# block 1

--- config.mk ---
export PLATFORM = sky130hd
export DESIGN_NAME = vec_store_seq
export DESIGN_NICKNAME = d
export VERILOG_FILES = /design/src/rtl/vec_store_seq.sv
export SDC_FILE = /design/constraint.sdc
export NUM_CORES = 1
export LEC_CHECK = 0
export CORE_UTILIZATION = 57
export CTS_CLUSTER_SIZE = 28
export DETAILED_ROUTE_END_ITERATION = 8
export PLACE_DENSITY = 0.86
export SETUP_SLACK_MARGIN = 0.2
export SLEW_MARGIN = 20
export SYNTH_ARGS = -nofsm -noshare
export SYNTH_HDL_FRONTEND = slang
export SYNTH_SLANG_ARGS = --single-unit
--- constraint.sdc ---
create_clock -name clk -period 5.5 [get_ports clk]
set_input_delay 0.55 -clock clk [delete_from_list [all_inputs] [get_ports clk]]
set_output_delay 0.55 -clock clk [all_outputs]
set_load 0.02 [all_outputs]
--- src/rtl/vec_store_seq.sv ---
// Vector store sequencer: steps the regfile element counter, captures each returned
// element and writes it to data memory under a ready handshake, then pulses done.
module vec_store_seq #(
  parameter int DW        = 32,
  parameter int AW        = 32,
  parameter int MAX_VLEN  = 8,
  parameter int ADDR_STEP = 4
) (
  input  logic          clk,
  input  logic          rst_n,
  input  logic          start,
  input  logic          flush,
  input  logic [4:0]    vreg_base,
  input  logic [AW-1:0] base_addr,
  input  logic [31:0]   vlen,
  output logic [4:0]    rf_read_addr2,
  output logic [31:0]   cnt,
  input  logic [DW-1:0] rf_read_data2,
  output logic          mem_we,
  output logic [AW-1:0] mem_addr,
  output logic [DW-1:0] mem_wdata,
  input  logic          mem_ready,
  output logic          busy,
  output logic          done
);

  typedef enum logic [2:0] {
    S_IDLE  = 3'd0,
    S_ISSUE = 3'd1,
    S_FETCH = 3'd2,
    S_STORE = 3'd3,
    S_DONE  = 3'd4
  } state_t;

  localparam logic [31:0] MAX_N = 32'(MAX_VLEN);
  localparam logic [31:0] STEP  = 32'(ADDR_STEP);

  state_t        state_r;
  logic [31:0]   k_r;
  logic [31:0]   n_r;
  logic [AW-1:0] base_addr_r;
  logic [31:0]   n_clamp_s;
  logic [AW-1:0] elem_addr_s;

  // Clamp requested length and form the byte address of element k (wraps mod 2^AW)
  always_comb begin
    n_clamp_s   = 32'd0;
    elem_addr_s = base_addr_r + AW'(k_r * STEP);
    if (vlen > MAX_N) begin
      n_clamp_s = MAX_N;
    end else begin
      n_clamp_s = vlen;
    end
  end

  // Sequencer state and all registered outputs; flush behaves as a synchronous reset
  always_ff @(posedge clk or negedge rst_n) begin
    if (!rst_n) begin
      state_r       <= S_IDLE;
      k_r           <= 32'd0;
      n_r           <= 32'd0;
      base_addr_r   <= '0;
      rf_read_addr2 <= 5'd0;
      cnt           <= 32'd0;
      mem_we        <= 1'b0;
      mem_addr      <= '0;
      mem_wdata     <= '0;
      busy          <= 1'b0;
      done          <= 1'b0;
    end else if (flush) begin
      state_r       <= S_IDLE;
      k_r           <= 32'd0;
      n_r           <= 32'd0;
      base_addr_r   <= '0;
      rf_read_addr2 <= 5'd0;
      cnt           <= 32'd0;
      mem_we        <= 1'b0;
      mem_addr      <= '0;
      mem_wdata     <= '0;
      busy          <= 1'b0;
      done          <= 1'b0;
    end else begin
      case (state_r)
        S_IDLE: begin
          if (start) begin
            rf_read_addr2 <= vreg_base;
            base_addr_r   <= base_addr;
            n_r           <= n_clamp_s;
            k_r           <= 32'd0;
            busy          <= 1'b1;
            if (n_clamp_s == 32'd0) begin
              state_r <= S_DONE;
              done    <= 1'b1;
            end else begin
              state_r <= S_ISSUE;
              cnt     <= 32'd1;
            end
          end else begin
            state_r <= S_IDLE;
          end
        end
        S_ISSUE: begin
          state_r <= S_FETCH;
        end
        S_FETCH: begin
          // Regfile data for cnt is valid now, one cycle after cnt was presented
          mem_wdata <= rf_read_data2;
          mem_addr  <= elem_addr_s;
          mem_we    <= 1'b1;
          state_r   <= S_STORE;
        end
        S_STORE: begin
          if (mem_ready) begin
            mem_we <= 1'b0;
            if (k_r == n_r - 32'd1) begin
              state_r <= S_DONE;
              cnt     <= 32'd0;
              done    <= 1'b1;
            end else begin
              k_r     <= k_r + 32'd1;
              cnt     <= k_r + 32'd2;
              state_r <= S_ISSUE;
            end
          end else begin
            state_r <= S_STORE;
          end
        end
        S_DONE: begin
          done          <= 1'b0;
          busy          <= 1'b0;
          cnt           <= 32'd0;
          rf_read_addr2 <= 5'd0;
          state_r       <= S_IDLE;
        end
        default: begin
          state_r <= S_IDLE;
          mem_we  <= 1'b0;
          busy    <= 1'b0;
          done    <= 1'b0;
          cnt     <= 32'd0;
        end
      endcase
    end
  end

endmodule

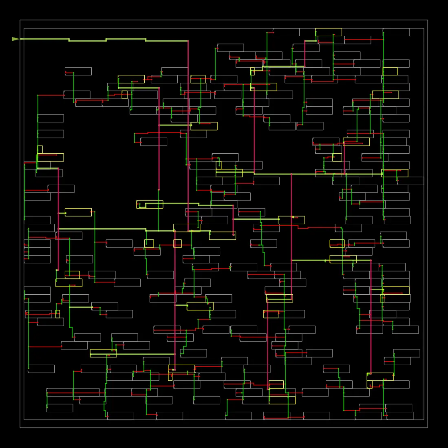
Figure 1: block 1, clock routing.
sequential cell count: 203
number of buffers added by the clock tree synthesis step: 23
clk latency of the worst-skew pair: 0.53 ns
clock group total power: 1.46 mW
Sink Count: 203

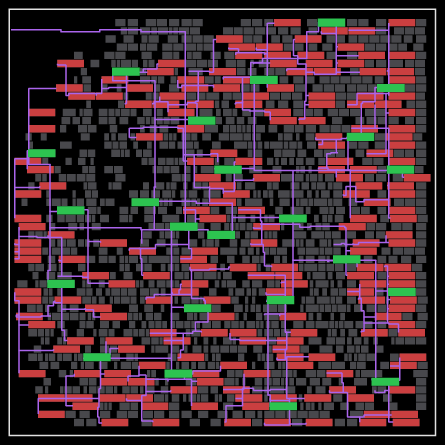
Figure 2: block 1, routed clock nets over the placement.
Drawn at 3 px/um.
[clock drivers] green | count: 23
[clock wires] purple | length: 2,510 um
[flip-flops] red | count: 203
routed clock nets: 24

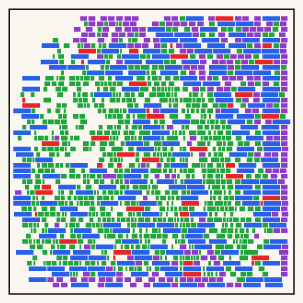
Figure 3: block 1, placement by cell class.
Drawn at 2 px/um.
| class | colour | cells | share of their area |
|---|---|---|---|
| other buffers and delay cells | purple | 223 | 16% |
| flops | blue | 203 | 37% |
| clock drivers and dummy loads | red | 40 | 5.2% |
| combinational and other logic | green | 834 | 42% |

==> flow report <==
OUTCOME
-----------------------------------------------------------------------
Status                                                     finished, final reports clean

PWR
-----------------------------------------------------------------------
Overall power consumption                                       3.46 mW

LAYOUT
-----------------------------------------------------------------------
Comb gate area                                             0.00567 sq mm
Final design utilization                                          74.5%
Share of cell area taken by flip-flops and latches                36.1%
Leading cell types in the layout, fill and taps excluded   sky130_fd_sc_hd__clkdlybuf4s50_1 (208), sky130_fd_sc_hd__dfrtp_1 (203), sky130_fd_sc_hd__a22o_1 (97)
Invs w/o clock                                                       18

SYNTH
-----------------------------------------------------------------------
Yosys stat chip area                                       0.0111 sq mm
Synth unique cells                                                   65
Post-synthesis instance total                                     1,118
Commonest cells in the netlist                             sky130_fd_sc_hd__dfrtp_1 (203), sky130_fd_sc_hd__a22o_1 (97), sky130_fd_sc_hd__nand2_1 (82)
Warning count from the yosys run                                      0

CRITICAL PATH
-----------------------------------------------------------------------
Critical path fanouts, max                                           43
Worst reg2reg path startpoint                                    n_r[0]
Setup Crit Path Kind                                       flip-flop to flip-flop
Timing startpoint of the critical path                           n_r[0]

GLOBAL ROUTING
-----------------------------------------------------------------------
Largest net degree at the start of global routing                    84

STA
-----------------------------------------------------------------------
Hold Vio Cnt, Final                                                   0

DETAILED ROUTING
-----------------------------------------------------------------------
DRC                                                                   0
Final antenna-violating net count                                     0

CLOCKING
-----------------------------------------------------------------------
Post-cts hold buffer count                                            0

PLACEMENT
-----------------------------------------------------------------------
IO Port Bufs                                                        209
Worst-case setup slack after placement                          1.04 ns

==> metal layers <==
metal / vias up / global-route usage, %
met1: 4808 / 44.1
met5: - / 0
li1: 4500 / -
met2: 451 / 52.3
met4: 0 / 12.4
met3: 96 / 6.41
==> power by group <==
part | internal [mW] | switching, mW | total, mW
Clock | 0.848 | 0.609 | 1.46
Combinational | 0.186 | 0.249 | 0.435
Sequential | 1.54 | 0.0328 | 1.57
Total | 2.57 | 0.891 | 3.46
==> through the flow <==
stage,instances,cell area (sq um)
6_report,1560,14100
4_1_cts,1560,14100
3_3_place_gp,1520,13400
2_1_floorplan,1118,11100
3_5_place_dp,1520,13400
5_1_grt,1560,14100
==> cell families (layout without fill, tap and decap cells) <==
| group | count (synthesis) | count (layout) | share of synthesized area, % |
|---|---|---|---|
| buf+inv | 99 | 281 | 3.51 |
| xor+xnor | 100 | 100 | 7.89 |
| mux | 2 | 2 | 0.192 |
| fa+ha+maj | 33 | 33 | 3.79 |
| simple gates | 347 | 347 | 16.5 |
| flops | 203 | 203 | 45.7 |
| compound gates | 334 | 334 | 22.4 |

# block 2

Figure 4. Port wiring (block 2).
Drawn at 6 px/um.
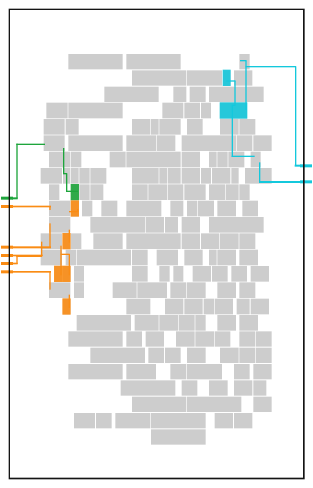
<file path="src/rtl/branch_fwd_ctrl.sv">
// ID-stage branch comparator control: shadow EX/MEM/WB producer slots, operand forward selects and stall.
// Optional BRANCH_STALL_CNT_EN adds a saturating stall-cycle counter on stall_cnt_o.

module branch_fwd_lane #(
  parameter int          REG_AW    = 5,
  parameter logic [1:0]  WBSEL_ALU = 2'b01
) (
  input  logic                   chk,
  input  logic [REG_AW-1:0]      rs,
  input  logic [2:0][REG_AW-1:0] slot_rd,
  input  logic [2:0]             slot_rw,
  input  logic [1:0]             mem_wbsel,
  output logic [1:0]             sel,
  output logic                   hazard
);
  logic [2:0] hit;

  always_comb begin
    for (int i = 0; i < 3; i++)
      hit[i] = slot_rw[i] && (slot_rd[i] != '0) && (slot_rd[i] == rs);
  end

  // Youngest producer wins: EX, then MEM, then WB.
  always_comb begin
    sel    = 2'b00;
    hazard = 1'b0;
    if (chk) begin
      if (hit[0])
        hazard = 1'b1;
      else if (hit[1]) begin
        if (mem_wbsel == WBSEL_ALU) sel = 2'b10;
        else                        hazard = 1'b1;
      end
      else if (hit[2])
        sel = 2'b01;
    end
  end
endmodule

module branch_fwd_ctrl #(
  parameter int          REG_AW    = 5,
  parameter logic [1:0]  WBSEL_ALU = 2'b01,
  parameter int          STALL_CW  = 32
) (
  input  logic              clk,
  input  logic              rst_n,
  input  logic              id_valid_i,
  input  logic              id_is_branch_i,
  input  logic              id_uses_rs2_i,
  input  logic [REG_AW-1:0] id_rs1_i,
  input  logic [REG_AW-1:0] id_rs2_i,
  input  logic [REG_AW-1:0] id_rd_i,
  input  logic              id_regwrite_i,
  input  logic [1:0]        id_wbsel_i,
  input  logic              flush_i,
  output logic [1:0]        forwardBranchA,
  output logic [1:0]        forwardBranchB,
  output logic              stall_o
`ifdef BRANCH_STALL_CNT_EN
  ,
  output logic [STALL_CW-1:0] stall_cnt_o
`endif
);
  localparam int EX = 0, MEM = 1, WB = 2, NUM_OPS = 2;

  typedef struct packed {
    logic [REG_AW-1:0] rd;
    logic              regwrite;
    logic [1:0]        wbsel;
  } slot_t;

  slot_t [2:0] slot_q;
  logic        issue;

  logic [2:0][REG_AW-1:0]         slot_rd;
  logic [2:0]                     slot_rw;
  logic [NUM_OPS-1:0][REG_AW-1:0] lane_rs;
  logic [NUM_OPS-1:0]             lane_chk;
  logic [NUM_OPS-1:0][1:0]        lane_sel;
  logic [NUM_OPS-1:0]             lane_haz;

  // Only MEM needs wbsel; EX/WB copies ride along for the shadow pipeline.
  logic unused_wbsel;
  assign unused_wbsel = ^{slot_q[EX].wbsel, slot_q[WB].wbsel};

  always_comb begin
    for (int i = 0; i < 3; i++) begin
      slot_rd[i] = slot_q[i].rd;
      slot_rw[i] = slot_q[i].regwrite;
    end
  end

  assign lane_rs  = {id_rs2_i, id_rs1_i};
  assign lane_chk = {id_is_branch_i & id_uses_rs2_i, id_is_branch_i};

  for (genvar g = 0; g < NUM_OPS; g++) begin : g_lane
    branch_fwd_lane #(.REG_AW(REG_AW), .WBSEL_ALU(WBSEL_ALU)) u_lane (
      .chk       (lane_chk[g]),
      .rs        (lane_rs[g]),
      .slot_rd   (slot_rd),
      .slot_rw   (slot_rw),
      .mem_wbsel (slot_q[MEM].wbsel),
      .sel       (lane_sel[g]),
      .hazard    (lane_haz[g])
    );
  end

  assign forwardBranchA = lane_sel[0];
  assign forwardBranchB = lane_sel[1];
  assign stall_o        = id_valid_i & id_is_branch_i & (|lane_haz);
  assign issue          = id_valid_i & ~stall_o & ~flush_i;

  // Stalled or flushed cycles inject a bubble so the producer keeps draining.
  always_ff @(posedge clk or negedge rst_n) begin
    if (!rst_n) begin
      slot_q <= '0;
    end else begin
      slot_q[WB]  <= slot_q[MEM];
      slot_q[MEM] <= slot_q[EX];
      slot_q[EX]  <= issue ? slot_t'{rd: id_rd_i, regwrite: id_regwrite_i, wbsel: id_wbsel_i}
                           : slot_t'('0);
    end
  end

`ifdef BRANCH_STALL_CNT_EN
  always_ff @(posedge clk or negedge rst_n) begin
    if (!rst_n)
      stall_cnt_o <= '0;
    else if (stall_o && (stall_cnt_o != '1))
      stall_cnt_o <= stall_cnt_o + 1'b1;
  end
`endif
endmodule
</file>
<file path="config.mk">
export PLATFORM = sky130hd
export DESIGN_NAME = branch_fwd_ctrl
export DESIGN_NICKNAME = d
export VERILOG_FILES = /design/src/rtl/branch_fwd_ctrl.sv
export SDC_FILE = /design/constraint.sdc
export NUM_CORES = 1
export LEC_CHECK = 0
export CAP_MARGIN = 20
export CORE_ASPECT_RATIO = 1.75
export CORE_MARGIN = 5
export CORE_UTILIZATION = 42
export CTS_BUF_LIST = sky130_fd_sc_hd__clkbuf_4 sky130_fd_sc_hd__clkbuf_8
export DETAILED_ROUTE_END_ITERATION = 10
export PLACE_DENSITY = 0.73
export SLEW_MARGIN = 5
export SYNTH_ARGS = -nofsm -noshare
export SYNTH_HDL_FRONTEND = slang
export SYNTH_SLANG_ARGS = --single-unit
</file>
<file path="constraint.sdc">
create_clock -name clk -period 2.5 [get_ports clk]
set_input_delay 0.5 -clock clk [delete_from_list [all_inputs] [get_ports clk]]
set_output_delay 0.5 -clock clk [all_outputs]
set_load 0.01 [all_outputs]
</file>
==> flow report <==
LAYOUT
--------------------------------------------------------------------
Comb gate area                                             611 sq um
Share of layout cells above drive strength 1                   32.1%
Reg with most FFs                                             slot_q
Count of filler cells inserted in the layout                     196
Final design utilization                                       68.9%
Biggest registers after layout                           slot_q (22)
Antenna diode count                                                0

STA
--------------------------------------------------------------------
Number of endpoints failing setup at the final stage               0
Peak clock frequency supported by timing                   0.414 GHz
Tmin final                                                   2.41 ns
Slew margin rel.                                               69.2%
Worst path setup slack after routing                       0.0856 ns
Hold Vio Cnt, Final                                                0

CRITICAL PATH
--------------------------------------------------------------------
Data required time of the critical path                      2.00 ns
R2r endpoint                                               slot_q[0]
Setup Crit Path Kind                                    flip-flop to output port

DETAILED ROUTING
--------------------------------------------------------------------
Top layer reached by signal wires                               met4
Vias post-DR                                                   1,019
Total Routed Length                                          3070 um
Met1 WL                                                       964 um
Final antenna-violating net count                                  0
Routed length on met3                                         193 um
Post-DR wirelength/cell                                      15.8 um
Detailed Routing Iterations Pass 1                                 4

PLACEMENT
--------------------------------------------------------------------
Worst-case setup slack after placement                     -0.447 ns
Placed cell areas                                       0.00160 sq mm

GLOBAL ROUTING
--------------------------------------------------------------------
Global routing met3 resource utilization                       3.07%
Wire length of the first global-routing pass                 4780 um
Largest net degree at the start of global routing                 23
Met1 track utilization from global routing                     14.7%
Busiest metal layer after global routing                        met2
Gr ovfl total                                                      0
GRT Overall Usage                                              16.7%

PWR
--------------------------------------------------------------------
Leakage power figure                                        0.842 nW
Overall power consumption                                   0.784 mW
Switching share of power                                       24.4%
P_sw                                                        0.191 mW
Portion of total power attributed to sequential cells          48.4%

SYNTH
--------------------------------------------------------------------
Synth area leaders                                      sky130_fd_sc_hd__dfrtp_1 (50%), sky130_fd_sc_hd__xor2_1 (17%), sky130_fd_sc_hd__xnor2_1 (6.3%)
Commonest cells in the netlist                          sky130_fd_sc_hd__dfrtp_1 (22), sky130_fd_sc_hd__xor2_1 (22), sky130_fd_sc_hd__nor3_1 (12)
Fraction of registers with async set/reset                      100%
Area fraction in compound gates                                6.21%
Post-synthesis sequential area ratio                           49.7%
Yosys stat chip area                                    0.00111 sq mm
Post-synthesis instance total                                    105
Xor and xnor area share after synthesis                        23.7%
Adder-cell share of the synthesized area                          0%

FLOORPLAN
--------------------------------------------------------------------
Number of placement rows                                          24
Area of the core                                        0.00252 sq mm

HOLD PATH
--------------------------------------------------------------------
Endpoint with the worst hold slack                         slot_q[8]
Cell count of the worst hold path                                  0
Hold crit path type                                     flip-flop to flip-flop

OUTCOME
--------------------------------------------------------------------
Status                                                  finished, final reports clean

CLOCKING
--------------------------------------------------------------------
# Post-CTS Setup Buffers                                           3
Cells resized by post-CTS repair                                  35

RUN
--------------------------------------------------------------------
Max-cap violations                                                 0

Notes on Figure 4 above:
| port | colour | bits | direction | end cells | buffers | wire |
|---|---|---|---|---|---|---|
| id_regwrite_i | green | 1 | input | 1 | 1 | 23.7 um |
| forwardBranchA | cyan | 2 | output | 2 | 2 | 62.5 um |
| id_rd_i | orange | 5 | input | 5 | 5 | 54.3 um |

[critical path, cell delays in order (launching register included)]
cell and delay [ns]:
sky130_fd_sc_hd__dfrtp_1 0.38, sky130_fd_sc_hd__or4_4 0.55, sky130_fd_sc_hd__o21a_1 0.21, sky130_fd_sc_hd__nand4_1 0.12
sky130_fd_sc_hd__a21oi_2 0.05, sky130_fd_sc_hd__or2_1 0.20, sky130_fd_sc_hd__buf_2 0.14
[layout make-up]
class | count | share of cell area (%)
Multi-Input combinational cell | 82 | 35.1
Tap cell | 26 | 1.87
Timing Repair Buffer | 60 | 28.2
Clock buffer | 4 | 3.17
Sequential cell | 22 | 31.7
[how the worst max path moves through the flow]
stage	startpoint	endpoint	slack, ns	depth (start not counted)
6_report	slot_q[15]	stall_o	0.09	6
5_1_grt	id_rs2_i[3]	stall_o	-0.01	7
4_1_cts	slot_q[3]	forwardBranchB[1]	0.02	5
3_5_place_dp	id_rs1_i[1]	forwardBranchA[1]	-0.45	6
3_3_place_gp	id_rs2_i[0]	stall_o	-0.42	7
2_1_floorplan	slot_q[3]	forwardBranchA[1]	0.36	4


## Gallery

Metal 3.
(a)
Drawn at 3 px/um.
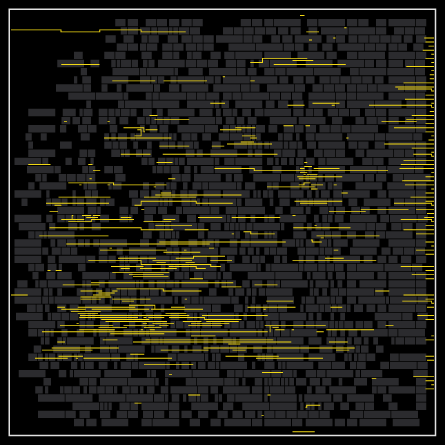
(b)
Drawn at 4 px/um.
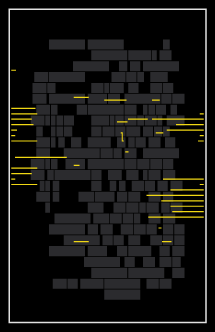
block 2 -> (b)
block 1 -> (a)

No activity file was given, so power comes from the tool's default toggle rates.
